# ---- block 1 ----
===== src/rtl/prio_encoder_rr_if.sv =====
`default_nettype none
// ============================================================================
// Module   : prio_encoder_rr_if
// Brief    : Request / result handshake bundle for prio_encoder_rr.
// Revision : 1.0
// ============================================================================
interface prio_encoder_rr_if #(
    parameter int N = 8,
    parameter int W = $clog2(N)
);
    logic         En;
    logic [N-1:0] Din;
    logic         Dr;
    logic [W-1:0] Do;
    logic         Dv;
    logic         Derr;

    modport master (
        output En, Din, Dr,
        input  Do, Dv, Derr
    );

    modport slave (
        input  En, Din, Dr,
        output Do, Dv, Derr
    );
endinterface
`default_nettype wire


===== src/rtl/prio_encoder_rr.sv =====
`default_nettype none
// ============================================================================
// Module   : prio_encoder_rr
// Brief    : Registered fixed / round-robin priority encoder with valid/ready.
// Revision : 1.0
// ============================================================================
module prio_encoder_rr #(
    parameter int N  = 8,
    parameter int W  = $clog2(N),
    parameter int RR = 0
) (
    input  wire logic           clk,
    input  wire logic           rst,
    prio_encoder_rr_if.slave    bus
);
    localparam logic [0:0]   S_IDLE = 1'b0;
    localparam logic [0:0]   S_HOLD = 1'b1;
    localparam int unsigned  WI     = W + 1;
    localparam logic [N-1:0] ONE    = 1;

    logic [0:0]   state_q, state_d;
    logic [W-1:0] idx_q, idx_d;
    logic         derr_q, derr_d;
    logic [W-1:0] ptr_q, ptr_d;

    logic         sel_found;
    logic [W-1:0] sel_idx;
    logic [W:0]   cand;
    logic         multi;
    logic         capture;
    logic [W-1:0] ptr_inc;

    // Scan upward from ptr with wrap; in fixed mode ptr is pinned at zero.
    always_comb begin
        sel_found = 1'b0;
        sel_idx   = '0;
        cand      = '0;
        for (int i = 0; i < N; i++) begin
            cand = {1'b0, ptr_q} + WI'(i);
            if (cand >= WI'(N)) begin
                cand = cand - WI'(N);
            end
            if (!sel_found && bus.Din[cand[W-1:0]]) begin
                sel_found = 1'b1;
                sel_idx   = cand[W-1:0];
            end
        end
    end

    // Clearing the lowest set bit leaves something only if two or more were set.
    assign multi   = |(bus.Din & (bus.Din - ONE));
    assign capture = bus.En && sel_found && ((state_q == S_IDLE) || bus.Dr);

    generate
        if (RR != 0) begin : g_rr
            assign ptr_inc = (sel_idx == W'(N - 1)) ? '0 : sel_idx + W'(1);
        end else begin : g_fixed
            assign ptr_inc = '0;
        end
    endgenerate

    always_comb begin
        state_d = state_q;
        idx_d   = idx_q;
        derr_d  = derr_q;
        ptr_d   = ptr_q;
        case (state_q)
            S_IDLE: begin
                if (capture) begin
                    state_d = S_HOLD;
                end
            end
            S_HOLD: begin
                if (bus.Dr && !capture) begin
                    state_d = S_IDLE;
                end
            end
            default: state_d = S_IDLE;
        endcase
        if (capture) begin
            idx_d  = sel_idx;
            derr_d = multi;
            ptr_d  = ptr_inc;
        end
    end

    always_ff @(posedge clk or posedge rst) begin
        if (rst) begin
            state_q <= S_IDLE;
            idx_q   <= '0;
            derr_q  <= 1'b0;
            ptr_q   <= '0;
        end else begin
            state_q <= state_d;
            idx_q   <= idx_d;
            derr_q  <= derr_d;
            ptr_q   <= ptr_d;
        end
    end

    assign bus.Do   = idx_q;
    assign bus.Dv   = (state_q == S_HOLD);
    assign bus.Derr = derr_q;

endmodule
`default_nettype wire


===== src/flat_wrapper.sv =====
// flat-port wrapper written by rule: the top's interface ports become plain ports
module prio_encoder_rr_flat 
#(
    parameter int N  = 8,
    parameter int W  = $clog2(N),
    parameter int RR = 0
)
  (clk, rst, bus_En, bus_Din, bus_Dr, bus_Do, bus_Dv, bus_Derr);
  prio_encoder_rr_if #(.N(N), .W(W)) bus_i ();
  input  wire logic clk;
  input  wire logic rst;
  input wire logic [$bits(bus_i.En)-1:0] bus_En;
  input wire logic [$bits(bus_i.Din)-1:0] bus_Din;
  input wire logic [$bits(bus_i.Dr)-1:0] bus_Dr;
  output wire logic [$bits(bus_i.Do)-1:0] bus_Do;
  output wire logic [$bits(bus_i.Dv)-1:0] bus_Dv;
  output wire logic [$bits(bus_i.Derr)-1:0] bus_Derr;
  assign bus_i.En = bus_En;
  assign bus_i.Din = bus_Din;
  assign bus_i.Dr = bus_Dr;
  assign bus_Do = bus_i.Do;
  assign bus_Dv = bus_i.Dv;
  assign bus_Derr = bus_i.Derr;
  prio_encoder_rr #(.N(N), .W(W), .RR(RR)) u_core (.clk(clk), .rst(rst), .bus(bus_i));
endmodule

===== config.mk =====
export PLATFORM = sky130hd
export DESIGN_NAME = prio_encoder_rr_flat
export DESIGN_NICKNAME = d
export VERILOG_FILES = /design/src/rtl/prio_encoder_rr_if.sv /design/src/rtl/prio_encoder_rr.sv /design/src/flat_wrapper.sv
export SDC_FILE = /design/constraint.sdc
export NUM_CORES = 1
export LEC_CHECK = 0
export CORE_AREA = 2 2 39 41
export CTS_BUF_LIST = sky130_fd_sc_hd__clkbuf_16
export DETAILED_ROUTE_END_ITERATION = 7
export DIE_AREA = 0 0 41 43
export DONT_BUFFER_PORTS = 1
export MAX_ROUTING_LAYER = met4
export PLACE_DENSITY = 0.41
export SLEW_MARGIN = 15
export SYNTH_ARGS = -nofsm -noshare
export SYNTH_HDL_FRONTEND = slang
export SYNTH_SLANG_ARGS = --single-unit

===== constraint.sdc =====
create_clock -name clk -period 3.1 [get_ports clk]
set_input_delay 0.93 -clock clk [delete_from_list [all_inputs] [get_ports clk]]
set_output_delay 0.93 -clock clk [all_outputs]
set_load 0.005 [all_outputs]

### Power grid, block 1

The bar under the picture is 10 um long. Pins as bars on the die edge.
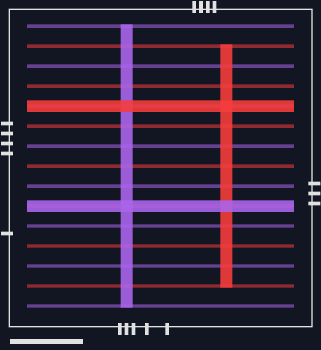
Purple is VSS. Red is VDD.
2 straps on met4. 2 straps on met5.

==> ci_impl_report.md <==
## Synthesis and layout report

| Metric | Value |
|---|---|
| Latest clock arrival within the worst-skew pair | `0.22 ns` |
| Worst-case reg-to-reg path depth | `4` |
| Hold-fix buffers at CTS | `0` |
| Largest delay contributor family on the critical path | `simple AND/OR/NAND/NOR gates` |
| Vias per inst | `approximately 5.2` |
| Number of logged tool warnings | `26` |
| Floorplan die width | `between 40 and 50 um` |
| Placeable Area | `around 1400 um2` |
| Status | `complete, no violations` |
| Worst slack after detailed placement | `0.832 ns` |
| Total CTS buffers | `3` |
| Pin count of the biggest net entering global routing | `8` |
| Filler cell count in the final layout | `153` |
| Sequential fraction of total cell area | `between 20% and 30%` |
| Met2 Routed Length | `around 330 um` |
| Worst clock skew on the final layout | `between 0.0002 and 0.0003 ns` |
| Floorplan row count | `14` |
| Die height | `43 um` |
### Cell classes on the final placement, block 1

Fill, decap, tap and diode cells in grey.
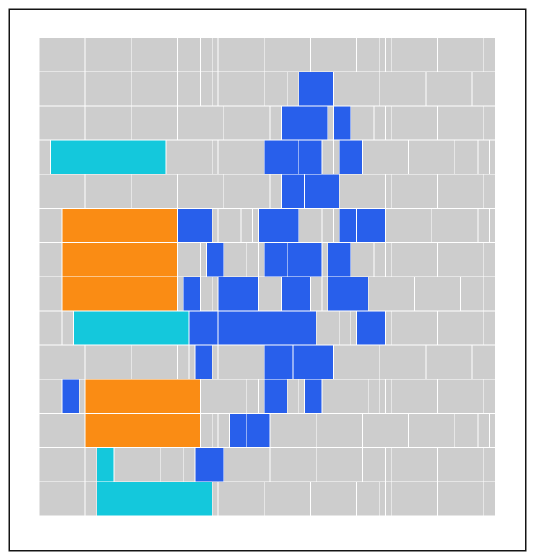
Orange is sequential cells, cells 5. Cyan is clock drivers and dummy loads, cells 4. Blue is combinational and other logic, cells 32.


# ---- block 2 ----
[config.mk]
export PLATFORM = sky130hd
export DESIGN_NAME = glyph_sequencer_flat
export DESIGN_NICKNAME = d
export VERILOG_FILES = /design/src/rtl/glyph_sequencer_if.sv /design/src/rtl/glyph_sequencer.sv /design/src/flat_wrapper.sv
export SDC_FILE = /design/constraint.sdc
export NUM_CORES = 1
export LEC_CHECK = 0
export CORE_MARGIN = 2
export CORE_UTILIZATION = 47
export DETAILED_ROUTE_END_ITERATION = 12
export HOLD_SLACK_MARGIN = 0.12
export PLACE_DENSITY = 0.8
export SLEW_MARGIN = 30
export SYNTH_ARGS = -nofsm -noshare
export SYNTH_HDL_FRONTEND = slang
export SYNTH_SLANG_ARGS = --single-unit
export TNS_END_PERCENT = 5
[constraint.sdc]
create_clock -name clk -period 7.31 [get_ports clk]
set_clock_uncertainty 0.2 [all_clocks]
set_input_delay 1.8275 -clock clk [delete_from_list [all_inputs] [get_ports clk]]
set_output_delay 1.8275 -clock clk [all_outputs]
set_load 0.02 [all_outputs]
[src/rtl/glyph_sequencer_if.sv]
// glyph_sequencer_if: column stream from the sequencer to the display consumer
interface glyph_sequencer_if;
  logic [29:0] col_data;
  logic col_valid;
  logic col_ready;
  logic col_last;
  modport master (output col_data, col_valid, col_last, input col_ready);
  modport slave (input col_data, col_valid, col_last, output col_ready);
endinterface

[src/rtl/glyph_sequencer.sv]
// glyph_sequencer: plays a buffered ASCII message as a paced stream of glyph columns
module glyph_sequencer #(
  parameter int MSG_LEN = 8,
  parameter int TICK_DIV = 25000000
) (
  input  logic clk,
  input  logic rst_n,
  input  logic wr_en,
  input  logic [2:0] wr_addr,
  input  logic [7:0] wr_char,
  input  logic [3:0] msg_len,
  input  logic loop_en,
  input  logic start,
  input  logic stop,
  output logic [7:0] char_code,
  input  logic [119:0] glyph_cols,
  glyph_sequencer_if.master col,
  output logic busy,
  output logic done
);
  typedef enum logic [1:0] {IDLE, FETCH, EMIT, GAP} state_t;
  state_t state;
  logic [7:0] buffer [MSG_LEN];
  logic [119:0] glyph, gl;
  logic [3:0] len;
  logic loop;
  logic [2:0] ci, col_idx, nci, ncol;
  logic [31:0] tick;
  logic [29:0] col_data;
  logic col_valid, col_last;
  logic last_char, fin, adv;
  function automatic logic [29:0] pick(input logic [119:0] g, input logic [2:0] c);
    return c >= 3'd4 ? 30'd0 : g[30*int'(c) +: 30];
  endfunction
  assign col.col_data = col_data;
  assign col.col_valid = col_valid;
  assign col.col_last = col_last;
  assign gl = char_code inside {8'd65, 8'd68, 8'd69, 8'd71, 8'd73, 8'd76, 8'd80, 8'd82, 8'd84, 8'd88, 8'd89} ? glyph_cols : '0;
  assign last_char = {1'b0, ci} == len - 4'd1;
  assign nci = last_char ? 3'd0 : ci + 3'd1;
  assign ncol = col_idx + 3'd1;
  assign fin = col_last && !loop;
  // end of the inter-column pause; with TICK_DIV=1 the pause collapses onto the acceptance itself
  assign adv = (state == GAP && tick == 32'(TICK_DIV - 2)) ||
               (state == EMIT && col.col_ready && !fin && TICK_DIV == 1);
  // playback state machine, column register and message buffer
  always_ff @(posedge clk or negedge rst_n) begin
    if (!rst_n) begin
      state <= IDLE;
      for (int i = 0; i < MSG_LEN; i++) buffer[i] <= '0;
      glyph <= '0;
      len <= '0;
      loop <= 1'b0;
      ci <= '0;
      col_idx <= '0;
      tick <= '0;
      char_code <= '0;
      col_data <= '0;
      col_valid <= 1'b0;
      col_last <= 1'b0;
      busy <= 1'b0;
      done <= 1'b0;
    end else begin
      done <= 1'b0;
      if (wr_en && !busy) buffer[wr_addr] <= wr_char;
      if (stop) begin
        state <= IDLE;
        busy <= 1'b0;
        col_valid <= 1'b0;
        col_last <= 1'b0;
      end else if (adv) begin
        if (col_idx == 3'd4) begin
          state <= FETCH;
          col_idx <= '0;
          ci <= nci;
          char_code <= buffer[nci];
          col_valid <= 1'b0;
          col_last <= 1'b0;
        end else begin
          state <= EMIT;
          col_idx <= ncol;
          col_data <= pick(glyph, ncol);
          col_valid <= 1'b1;
          col_last <= last_char && ncol == 3'd4;
        end
      end else begin
        case (state)
          IDLE: if (start && msg_len != 4'd0 && msg_len <= 4'(MSG_LEN)) begin
            state <= FETCH;
            len <= msg_len;
            loop <= loop_en;
            ci <= '0;
            col_idx <= '0;
            char_code <= buffer[3'd0];
            busy <= 1'b1;
          end
          FETCH: begin
            glyph <= gl;
            col_data <= gl[29:0];
            col_valid <= 1'b1;
            state <= EMIT;
          end
          EMIT: if (col.col_ready) begin
            col_valid <= 1'b0;
            col_last <= 1'b0;
            tick <= '0;
            state <= fin ? IDLE : GAP;
            busy <= !fin;
            done <= fin;
          end
          GAP: tick <= tick + 32'd1;
          default: state <= IDLE;
        endcase
      end
    end
  end
endmodule
[src/flat_wrapper.sv]
// flat-port wrapper written by rule: the top's interface ports become plain ports
module glyph_sequencer_flat 
#(
  parameter int MSG_LEN = 8,
  parameter int TICK_DIV = 25000000
)
  (clk, rst_n, wr_en, wr_addr, wr_char, msg_len, loop_en, start, stop, char_code, glyph_cols, busy, done, col_col_data, col_col_valid, col_col_last, col_col_ready);
  glyph_sequencer_if col_i ();
  input  logic clk;
  input  logic rst_n;
  input  logic wr_en;
  input  logic [2:0] wr_addr;
  input  logic [7:0] wr_char;
  input  logic [3:0] msg_len;
  input  logic loop_en;
  input  logic start;
  input  logic stop;
  output logic [7:0] char_code;
  input  logic [119:0] glyph_cols;
  output logic busy;
  output logic done;
  output wire logic [$bits(col_i.col_data)-1:0] col_col_data;
  output wire logic [$bits(col_i.col_valid)-1:0] col_col_valid;
  output wire logic [$bits(col_i.col_last)-1:0] col_col_last;
  input wire logic [$bits(col_i.col_ready)-1:0] col_col_ready;
  assign col_col_data = col_i.col_data;
  assign col_col_valid = col_i.col_valid;
  assign col_col_last = col_i.col_last;
  assign col_i.col_ready = col_col_ready;
  glyph_sequencer #(.MSG_LEN(MSG_LEN), .TICK_DIV(TICK_DIV)) u_core (.clk(clk), .rst_n(rst_n), .wr_en(wr_en), .wr_addr(wr_addr), .wr_char(wr_char), .msg_len(msg_len), .loop_en(loop_en), .start(start), .stop(stop), .char_code(char_code), .glyph_cols(glyph_cols), .col(col_i), .busy(busy), .done(done));
endmodule
### Power grid, block 2

The bar under the picture is 50 um long. Pins as bars on the die edge.
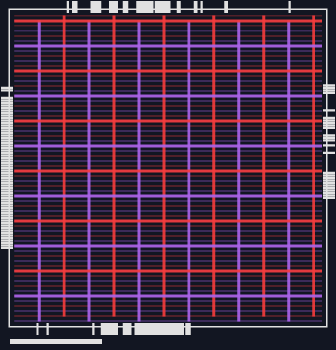
Red is VDD. Purple is VSS.
The core has 61 rows. 12 straps on met5. 12 straps on met4. 184 signal pins sit on the boundary. 62 met1 rails follow the rows.

### Cell classes on the final placement, block 2

Fill, decap, tap and diode cells in grey.
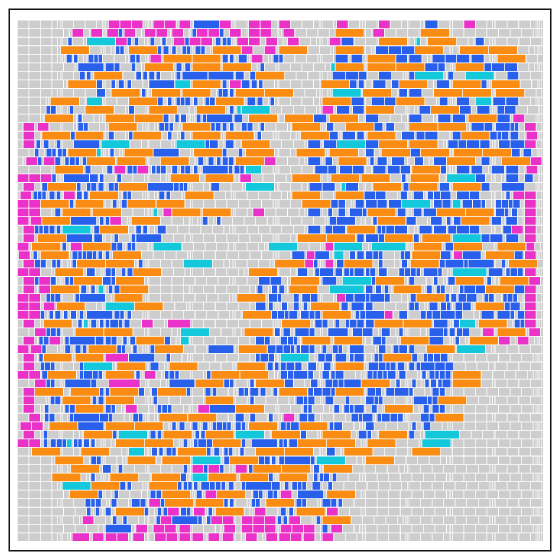
Cyan is clock drivers and dummy loads, cells 52. Orange is sequential cells, cells 271. Blue is combinational and other logic, cells 946. Magenta is remaining buffers and delay cells, cells 195.

### Clock wires, drivers and flops, block 2

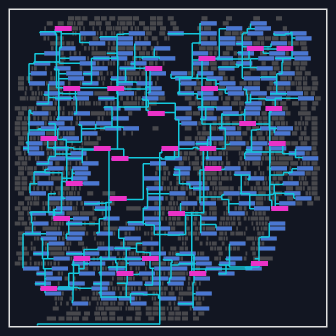
Cyan is clock wires, length 3360 um. Blue is flip-flops, count 271. Magenta is clock drivers, count 29.
Position of the flops: spread over the die.

==> ci_impl_report.md <==
## Synthesis and layout report

| Metric | Value |
|---|---|
| Critical path endpoint category | `flip-flop` |
| FFs w/ async S/R, synth | `100%` |
| Comb area share | `between 30% and 40%` |
| Iteration-0 DRC count of the detailed router | `around 860` |
| Setup ws final | `3.12 ns` |
| Sequential fraction of total cell area | `a little over two fifths` |
| Half-perimeter wire length after detailed placement | `21600 um` |
| Kind of path behind the tightest hold check | `reg -> reg` |
| Number of synthesized flops with an enable pin | `0` |
| Latest clock arrival within the worst-skew pair | `0.54 ns` |
| Status | `complete, no violations` |
| Number of standard cells reported by yosys | `1303` |
| Worst-path clk slew | `roughly 0.070 ns` |
| Commonest cells after routing, fill and taps aside | `sky130_fd_sc_hd__nand2_1, sky130_fd_sc_hd__dfrtp_1, sky130_fd_sc_hd__clkdlybuf4s50_1` |
| Vias per inst | `5.67` |
| Count of plain and timing-repair buffers in the layout | `195` |
| Fin nets | `about 1600` |
| Reg-to-reg endpoint | `u_core.glyph[36]` |
| Clk_buf instances | `~43` |

# ---- block 3 ----
File: config.mk
export PLATFORM = sky130hd
export DESIGN_NAME = key_filter_flat
export DESIGN_NICKNAME = d
export VERILOG_FILES = /design/src/rtl/key_filter_if.sv /design/src/rtl/key_filter.sv /design/src/flat_wrapper.sv
export SDC_FILE = /design/constraint.sdc
export NUM_CORES = 1
export LEC_CHECK = 0
export CAP_MARGIN = 0
export CORE_AREA = 4 4 104 106
export CTS_CLUSTER_DIAMETER = 50
export CTS_CLUSTER_SIZE = 20
export DETAILED_ROUTE_END_ITERATION = 7
export DIE_AREA = 0 0 108 110
export PLACE_DENSITY = 0.69
export SLEW_MARGIN = 40
export SYNTH_ARGS = -nofsm -noshare
export SYNTH_HDL_FRONTEND = slang
export SYNTH_SLANG_ARGS = --single-unit
export TNS_END_PERCENT = 100
File: constraint.sdc
create_clock -name sys_clk -period 2.15 [get_ports sys_clk]
set_input_delay 0.215 -clock sys_clk [delete_from_list [all_inputs] [get_ports sys_clk]]
set_output_delay 0.215 -clock sys_clk [all_outputs]
set_load 0.005 [all_outputs]
File: src/rtl/key_filter_if.sv
// key_filter_if: raw key inputs and debounced outputs of key_filter.
// master drives key (board side), slave is the filter itself.
interface key_filter_if;
    logic [3:0] key;
    logic [3:0] key_flag;
    logic [3:0] key_state;

    modport master (
        output key,
        input  key_flag,
        input  key_state
    );

    modport slave (
        input  key,
        output key_flag,
        output key_state
    );
endinterface

File: src/rtl/key_filter.sv
// key_filter: four-channel active-low key debouncer with press pulse.
// Define KEY_REPEAT_EN to add auto-repeat pulses on a held key.
module key_filter #(
    parameter int CNT_MAX = 999_999
`ifdef KEY_REPEAT_EN
    ,
    parameter int REPEAT_DLY = 24_999_999,
    parameter int REPEAT_PER = 4_999_999
`endif
) (
    input logic         sys_clk,
    input logic         sys_rst_n,
    key_filter_if.slave bus
);

    localparam int FW = $clog2(CNT_MAX + 1);
    localparam logic [FW-1:0] CMAX = FW'(CNT_MAX);

`ifdef KEY_REPEAT_EN
    localparam int RMAX = (REPEAT_DLY > REPEAT_PER) ? REPEAT_DLY : REPEAT_PER;
    localparam int RW = $clog2(RMAX + 1);
    localparam logic [RW-1:0] RDLY = RW'(REPEAT_DLY);
    localparam logic [RW-1:0] RPER = RW'(REPEAT_PER);
`endif

    typedef enum logic {
        ST_UP   = 1'b0,
        ST_DOWN = 1'b1
    } state_e;

    logic [3:0] r_sync1;
    logic [3:0] r_sync2;
    logic [3:0] w_flag;
    logic [3:0] w_level;

    // Two-stage synchroniser; idle level is released (1)
    always_ff @(posedge sys_clk) begin
        if (!sys_rst_n) begin
            r_sync1 <= 4'b1111;
            r_sync2 <= 4'b1111;
        end else begin
            r_sync1 <= bus.key;
            r_sync2 <= r_sync1;
        end
    end

    for (genvar g = 0; g < 4; g++) begin : g_ch
        state_e        r_st;
        logic [FW-1:0] r_cnt;
        logic          r_flag;
        logic          r_level;
        logic          w_key;

        assign w_key = r_sync2[g];

`ifdef KEY_REPEAT_EN
        logic [RW-1:0] r_rep;
        logic          r_phase;
        logic          w_rep_hit;

        // First repeat waits REPEAT_DLY, later ones REPEAT_PER
        assign w_rep_hit = r_phase ? (r_rep == RPER) : (r_rep == RDLY);
`endif

        // Per-key debounce FSM with registered level and press pulse
        always_ff @(posedge sys_clk) begin
            if (!sys_rst_n) begin
                r_st    <= ST_UP;
                r_cnt   <= '0;
                r_flag  <= 1'b0;
                r_level <= 1'b0;
`ifdef KEY_REPEAT_EN
                r_rep   <= '0;
                r_phase <= 1'b0;
`endif
            end else begin
                r_flag <= 1'b0;
                unique case (r_st)
                    ST_UP: begin
                        if (w_key) begin
                            r_cnt <= '0;
                        end else if (r_cnt == CMAX) begin
                            r_st    <= ST_DOWN;
                            r_cnt   <= '0;
                            r_level <= 1'b1;
                            r_flag  <= 1'b1;
                        end else begin
                            r_cnt <= r_cnt + FW'(1);
                        end
`ifdef KEY_REPEAT_EN
                        r_rep   <= '0;
                        r_phase <= 1'b0;
`endif
                    end
                    ST_DOWN: begin
`ifdef KEY_REPEAT_EN
                        if (w_rep_hit) begin
                            r_flag  <= 1'b1;
                            r_rep   <= '0;
                            r_phase <= 1'b1;
                        end else begin
                            r_rep <= r_rep + RW'(1);
                        end
`endif
                        if (!w_key) begin
                            r_cnt <= '0;
                        end else if (r_cnt == CMAX) begin
                            r_st    <= ST_UP;
                            r_cnt   <= '0;
                            r_level <= 1'b0;
`ifdef KEY_REPEAT_EN
                            r_rep   <= '0;
                            r_phase <= 1'b0;
`endif
                        end else begin
                            r_cnt <= r_cnt + FW'(1);
                        end
                    end
                    default: begin
                        r_st <= ST_UP;
                    end
                endcase
            end
        end

        assign w_flag[g]  = r_flag;
        assign w_level[g] = r_level;
    end

    assign bus.key_flag  = w_flag;
    assign bus.key_state = w_level;

endmodule

File: src/flat_wrapper.sv
// flat-port wrapper written by rule: the top's interface ports become plain ports
module key_filter_flat 
#(
    parameter int CNT_MAX = 999_999

)
  (sys_clk, sys_rst_n, bus_key, bus_key_flag, bus_key_state);
  key_filter_if bus_i ();
  input logic sys_clk;
  input logic sys_rst_n;
  input wire logic [$bits(bus_i.key)-1:0] bus_key;
  output wire logic [$bits(bus_i.key_flag)-1:0] bus_key_flag;
  output wire logic [$bits(bus_i.key_state)-1:0] bus_key_state;
  assign bus_i.key = bus_key;
  assign bus_key_flag = bus_i.key_flag;
  assign bus_key_state = bus_i.key_state;
  key_filter #(.CNT_MAX(CNT_MAX)) u_core (.sys_clk(sys_clk), .sys_rst_n(sys_rst_n), .bus(bus_i));
endmodule
### Clock routing, block 3

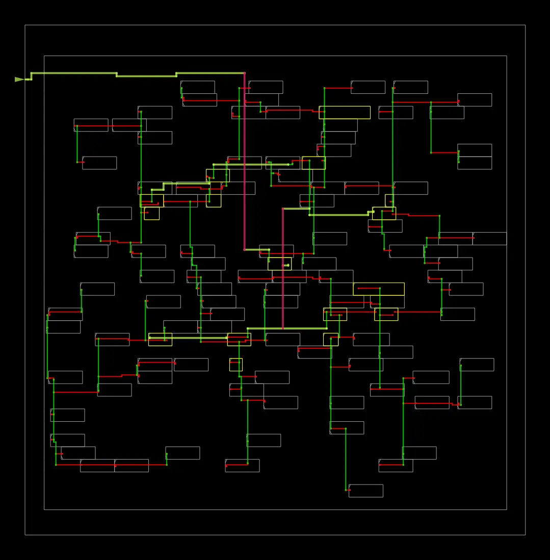
latest clock arrival within the worst-skew pair: 0.35 ns
total CTS buffers: 9
worst clock skew on the final layout: 0.00938 ns

### Cell classes on the final placement, block 3

Fill, decap, tap and diode cells in grey.
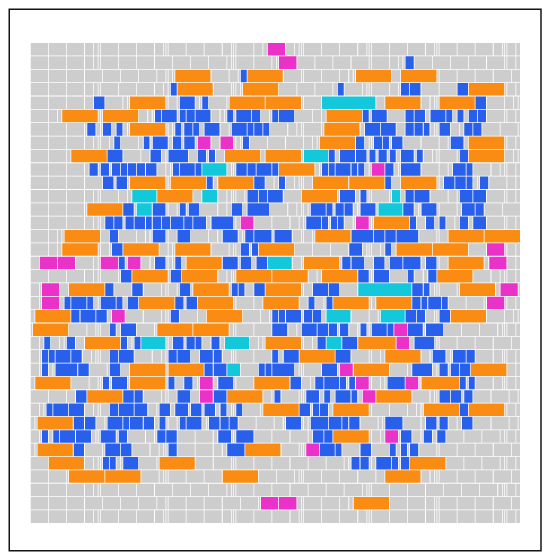
Blue is combinational and other logic, cells 371. Magenta is remaining buffers and delay cells, cells 30. Cyan is clock drivers and dummy loads, cells 16. Orange is sequential cells, cells 100.

==> ci_impl_report.md <==
## Synthesis and layout report

| Metric | Value |
|---|---|
| Data arrival, critical path | `2.32 ns` |
| Input/output buffers | `13` |
| Register-to-register setup slack | `between 0.06 and 0.07 ns` |
| Status | `complete, no violations` |
| Yosys top cell by instances | `sky130_fd_sc_hd__dfxtp_1` |
| GRT met1 Usage | `18.5%` |
| Worst slack after detailed placement | `0.0754 ns` |
| Met2 Routed Length | `between 3000 and 4000 um` |
| Power dissipated in the clock network | `between 1 and 1.5 mW` |
| Part of the total power dissipated in the clock network | `between 40% and 50%` |
| Most common library cell in the layout ignoring fill and taps | `sky130_fd_sc_hd__dfxtp_1` |
| Non-clock buffer share of cell area | `around 5.3%` |
| GRT Max-Usage Layer | `met2` |
| Placeable Area | `9770 um2` |
| Yosys warns | `0` |
| Sequential share of power | `57.7%` |
| Xor/xnor share | `under 10%` |
### Clock wires, drivers and flops, block 3

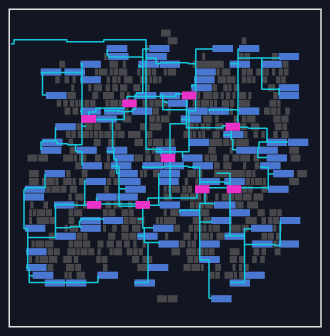
Cyan is clock wires, length 1110 um. Blue is flip-flops, count 100. Magenta is clock drivers, count 9.
There are 10 routed clock nets.


# ---- block 4 ----
### Power grid, block 4

The bar under the picture is 20 um long. Pins as bars on the die edge.
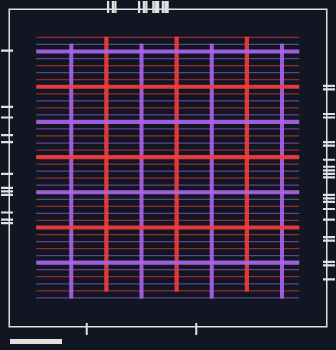
### Cell classes on the final placement, block 4

Fill, decap, tap and diode cells in grey.
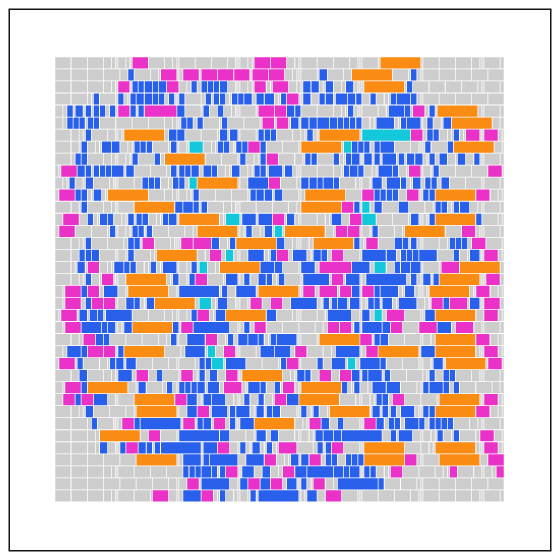
### Clock wires, drivers and flops, block 4

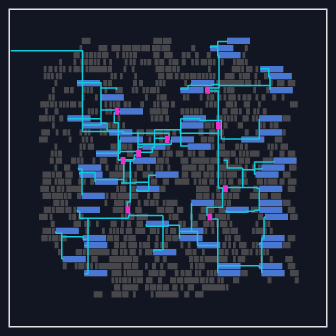
[src/rtl/div16s_8_seq.sv]
// Sequential signed divider: 16-bit dividend / 8-bit divisor -> 8-bit quotient
// and remainder. Radix-2 restoring division on magnitudes, one quotient bit
// per cycle, truncation toward zero, saturating quotient with overflow flag.
module div16s_8_seq #(
    parameter int AW = 16,
    parameter int BW = 8
) (
    input  logic                 clk,
    input  logic                 rst_n,
    input  logic signed [AW-1:0] A,
    input  logic signed [BW-1:0] B,
    input  logic                 in_valid,
    output logic                 in_ready,
    output logic        [BW-1:0] Q,
    output logic        [BW-1:0] R,
    output logic                 ovf,
    output logic                 out_valid,
    input  logic                 out_ready
);

    localparam int CW = $clog2(AW);
    localparam logic [AW-1:0] QPOS_MAX = AW'((1 << (BW - 1)) - 1);
    localparam logic [AW-1:0] QNEG_MAX = AW'(1 << (BW - 1));
    localparam logic [BW-1:0] SAT_HI   = {1'b0, {(BW - 1){1'b1}}};
    localparam logic [BW-1:0] SAT_LO   = {1'b1, {(BW - 1){1'b0}}};

    typedef enum logic [1:0] {
        IDLE,
        CALC,
        FIN,
        DONE
    } state_t;

    state_t state, state_next;

    logic [AW-1:0] work;    // dividend shifts out of the MSB, quotient bits enter the LSB
    logic [BW:0]   prem;    // partial remainder
    logic [BW-1:0] b_mag;
    logic          a_neg;
    logic          q_neg;
    logic [CW-1:0] cnt;

    logic [AW-1:0] a_abs;
    logic [BW-1:0] b_abs;
    logic [BW:0]   prem_sh;
    logic [BW+1:0] trial;
    logic          q_ovf;
    logic [BW-1:0] q_fin;
    logic [BW-1:0] r_fin;

    // Operand magnitudes and one restoring-division step
    always_comb begin
        a_abs   = A[AW-1] ? (~A + 1'b1) : A;
        b_abs   = B[BW-1] ? (~B + 1'b1) : B;
        prem_sh = {prem[BW-1:0], work[AW-1]};
        trial   = {1'b0, prem_sh} - {2'b00, b_mag};
    end

    // Sign correction and saturation of the final result
    always_comb begin
        q_ovf = q_neg ? (work > QNEG_MAX) : (work > QPOS_MAX);
        if (q_ovf)
            q_fin = q_neg ? SAT_LO : SAT_HI;
        else
            q_fin = q_neg ? ('0 - work[BW-1:0]) : work[BW-1:0];
        r_fin = a_neg ? ('0 - prem[BW-1:0]) : prem[BW-1:0];
    end

    // State register
    always_ff @(posedge clk or negedge rst_n) begin
        if (!rst_n)
            state <= IDLE;
        else
            state <= state_next;
    end

    // Next-state logic and handshake outputs
    always_comb begin
        state_next = state;
        in_ready   = 1'b0;
        out_valid  = 1'b0;
        unique case (state)
            IDLE: begin
                in_ready = 1'b1;
                if (in_valid)
                    state_next = (B == '0) ? DONE : CALC;
            end
            CALC: begin
                if (cnt == '0)
                    state_next = FIN;
            end
            FIN: begin
                state_next = DONE;
            end
            DONE: begin
                out_valid = 1'b1;
                if (out_ready)
                    state_next = IDLE;
            end
            default: state_next = IDLE;
        endcase
    end

    // Datapath: operand capture, iteration and result registers
    always_ff @(posedge clk or negedge rst_n) begin
        if (!rst_n) begin
            work  <= '0;
            prem  <= '0;
            b_mag <= '0;
            a_neg <= 1'b0;
            q_neg <= 1'b0;
            cnt   <= '0;
            Q     <= '0;
            R     <= '0;
            ovf   <= 1'b0;
        end else begin
            unique case (state)
                IDLE: begin
                    if (in_valid) begin
                        work  <= a_abs;
                        b_mag <= b_abs;
                        a_neg <= A[AW-1];
                        q_neg <= A[AW-1] ^ B[BW-1];
                        prem  <= '0;
                        cnt   <= CW'(AW - 1);
                        if (B == '0) begin
                            Q   <= A[AW-1] ? SAT_LO : SAT_HI;
                            R   <= '0;
                            ovf <= 1'b1;
                        end
                    end
                end
                CALC: begin
                    if (!trial[BW+1]) begin
                        prem <= trial[BW:0];
                        work <= {work[AW-2:0], 1'b1};
                    end else begin
                        prem <= prem_sh;
                        work <= {work[AW-2:0], 1'b0};
                    end
                    cnt <= cnt - 1'b1;
                end
                FIN: begin
                    Q   <= q_fin;
                    R   <= r_fin;
                    ovf <= q_ovf;
                end
                default: ;
            endcase
        end
    end

endmodule
[config.mk]
export PLATFORM = sky130hd
export DESIGN_NAME = div16s_8_seq
export DESIGN_NICKNAME = d
export VERILOG_FILES = /design/src/rtl/div16s_8_seq.sv
export SDC_FILE = /design/constraint.sdc
export NUM_CORES = 1
export LEC_CHECK = 0
export ABC_AREA = 1
export CAP_MARGIN = 20
export CELL_PAD_IN_SITES_DETAIL_PLACEMENT = 0
export CELL_PAD_IN_SITES_GLOBAL_PLACEMENT = 1
export CORE_MARGIN = 10
export CORE_UTILIZATION = 38
export CTS_BUF_LIST = sky130_fd_sc_hd__clkbuf_2
export DETAILED_ROUTE_END_ITERATION = 6
export PLACE_DENSITY_LB_ADDON = 0.1
export RECOVER_POWER = 50
export SLEW_MARGIN = 5
export SYNTH_ARGS = -nofsm -noshare
export SYNTH_HDL_FRONTEND = slang
export SYNTH_SLANG_ARGS = --single-unit
[constraint.sdc]
create_clock -name clk -period 1.7 [get_ports clk]
set_clock_uncertainty 0.05 [all_clocks]
set_input_delay 0.17 -clock clk [delete_from_list [all_inputs] [get_ports clk]]
set_output_delay 0.17 -clock clk [all_outputs]
set_load 0.02 [all_outputs]
==> ci_impl_report.md <==
## Synthesis and layout report

| Metric | Value |
|---|---|
| Status | `finished with violations` |
| Violations in the final reports | `negative setup slack` |
| Count of final hold-check violations | `0` |
| Avg Synthesized Cell Area | `between 6 and 7 um2` |
| Synth mux share | `0.253%` |
| Sequential share of power | `roughly 23%` |
| Post-synthesis share of cell area spent on and-or and or-and gates | `~12%` |
| Setup-violating endpoint count in the final report | `5` |
| Latest clock arrival within the worst-skew pair | `between 0.5 and 0.6 ns` |
| Sequential share of the synthesized area | `between 30% and 40%` |
| Worst-case clock buffer depth | `2` |
| Comb pwr share | `68.3%` |
| Power dissipated in the clock network | `0.948 mW` |
| GRT Max-Usage Layer | `met2` |
| Worst Hold Launch | `B[4]` |
| Routed met1 length | `roughly 5700 um` |
| Register-to-register setup slack | `-0.05 ns` |
| First drt pass iteration count | `4` |
| Total congestion overflow after global routing | `0` |
| Num ports | `~47` |
| Final Total Pwr | `10.7 mW` |
| Switching fraction of total power | `a little under half` |
| Leading post-synthesis cells by cell area | `sky130_fd_sc_hd__dfrtp_1, sky130_fd_sc_hd__nand2_1, sky130_fd_sc_hd__inv_1, sky130_fd_sc_hd__o21ai_0, sky130_fd_sc_hd__ha_1` |
| Hold-fix buffers at CTS | `1` |
| Setup ws final | `-0.0456 ns` |
| Hold endpoint | `b_mag[7]` |
| Worst-path clk slew | `0.21 ns` |
| Routed met3 length | `~470 um` |
| CTS tree | `done` |
## Picture notes: 'Power grid' of block 4
Red is VDD. Purple is VSS.
The core has 37 rows. 47 signal pins sit on the boundary.

## Picture notes: 'Cell classes on the final placement' of block 4
Orange is sequential cells, cells 57. Magenta is remaining buffers and delay cells, cells 143. Cyan is clock drivers and dummy loads, cells 16. Blue is combinational and other logic, cells 506.

## Picture notes: 'Clock wires, drivers and flops' of block 4
Blue is flip-flops, count 57. Magenta is clock drivers, count 9. Cyan is clock wires, length 877 um.
There are 10 routed clock nets.



==> gallery <==
Metal layers overlaid.
image #1
The bar under the picture is 20 um long. Two of the layers only.
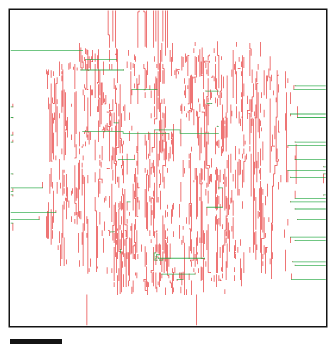
image #2
The bar under the picture is 10 um long. Two of the layers only.
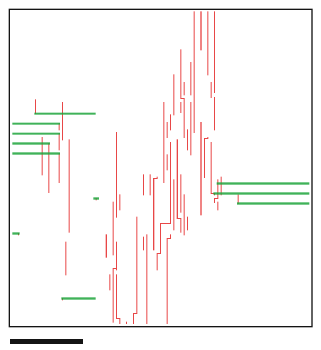
image #3
The bar under the picture is 50 um long. Two of the layers only.
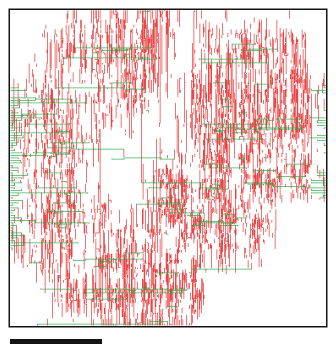
image #4
The bar under the picture is 20 um long. Two of the layers only.
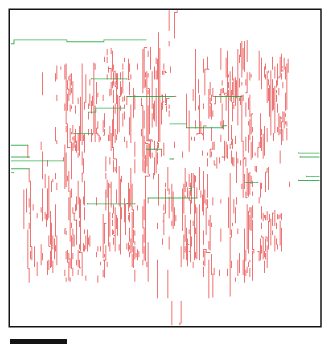
block 1 -> image #2
block 4 -> image #1
block 3 -> image #4
block 2 -> image #3
The one with the smallest die is image #2.
The one with the largest die is image #3.

Key to image #1:
Green is metal 3, wire length 467 um. Red is metal 2, wire length 4930 um.

Power figures rest on the tool's default switching activity, not on a simulated workload.
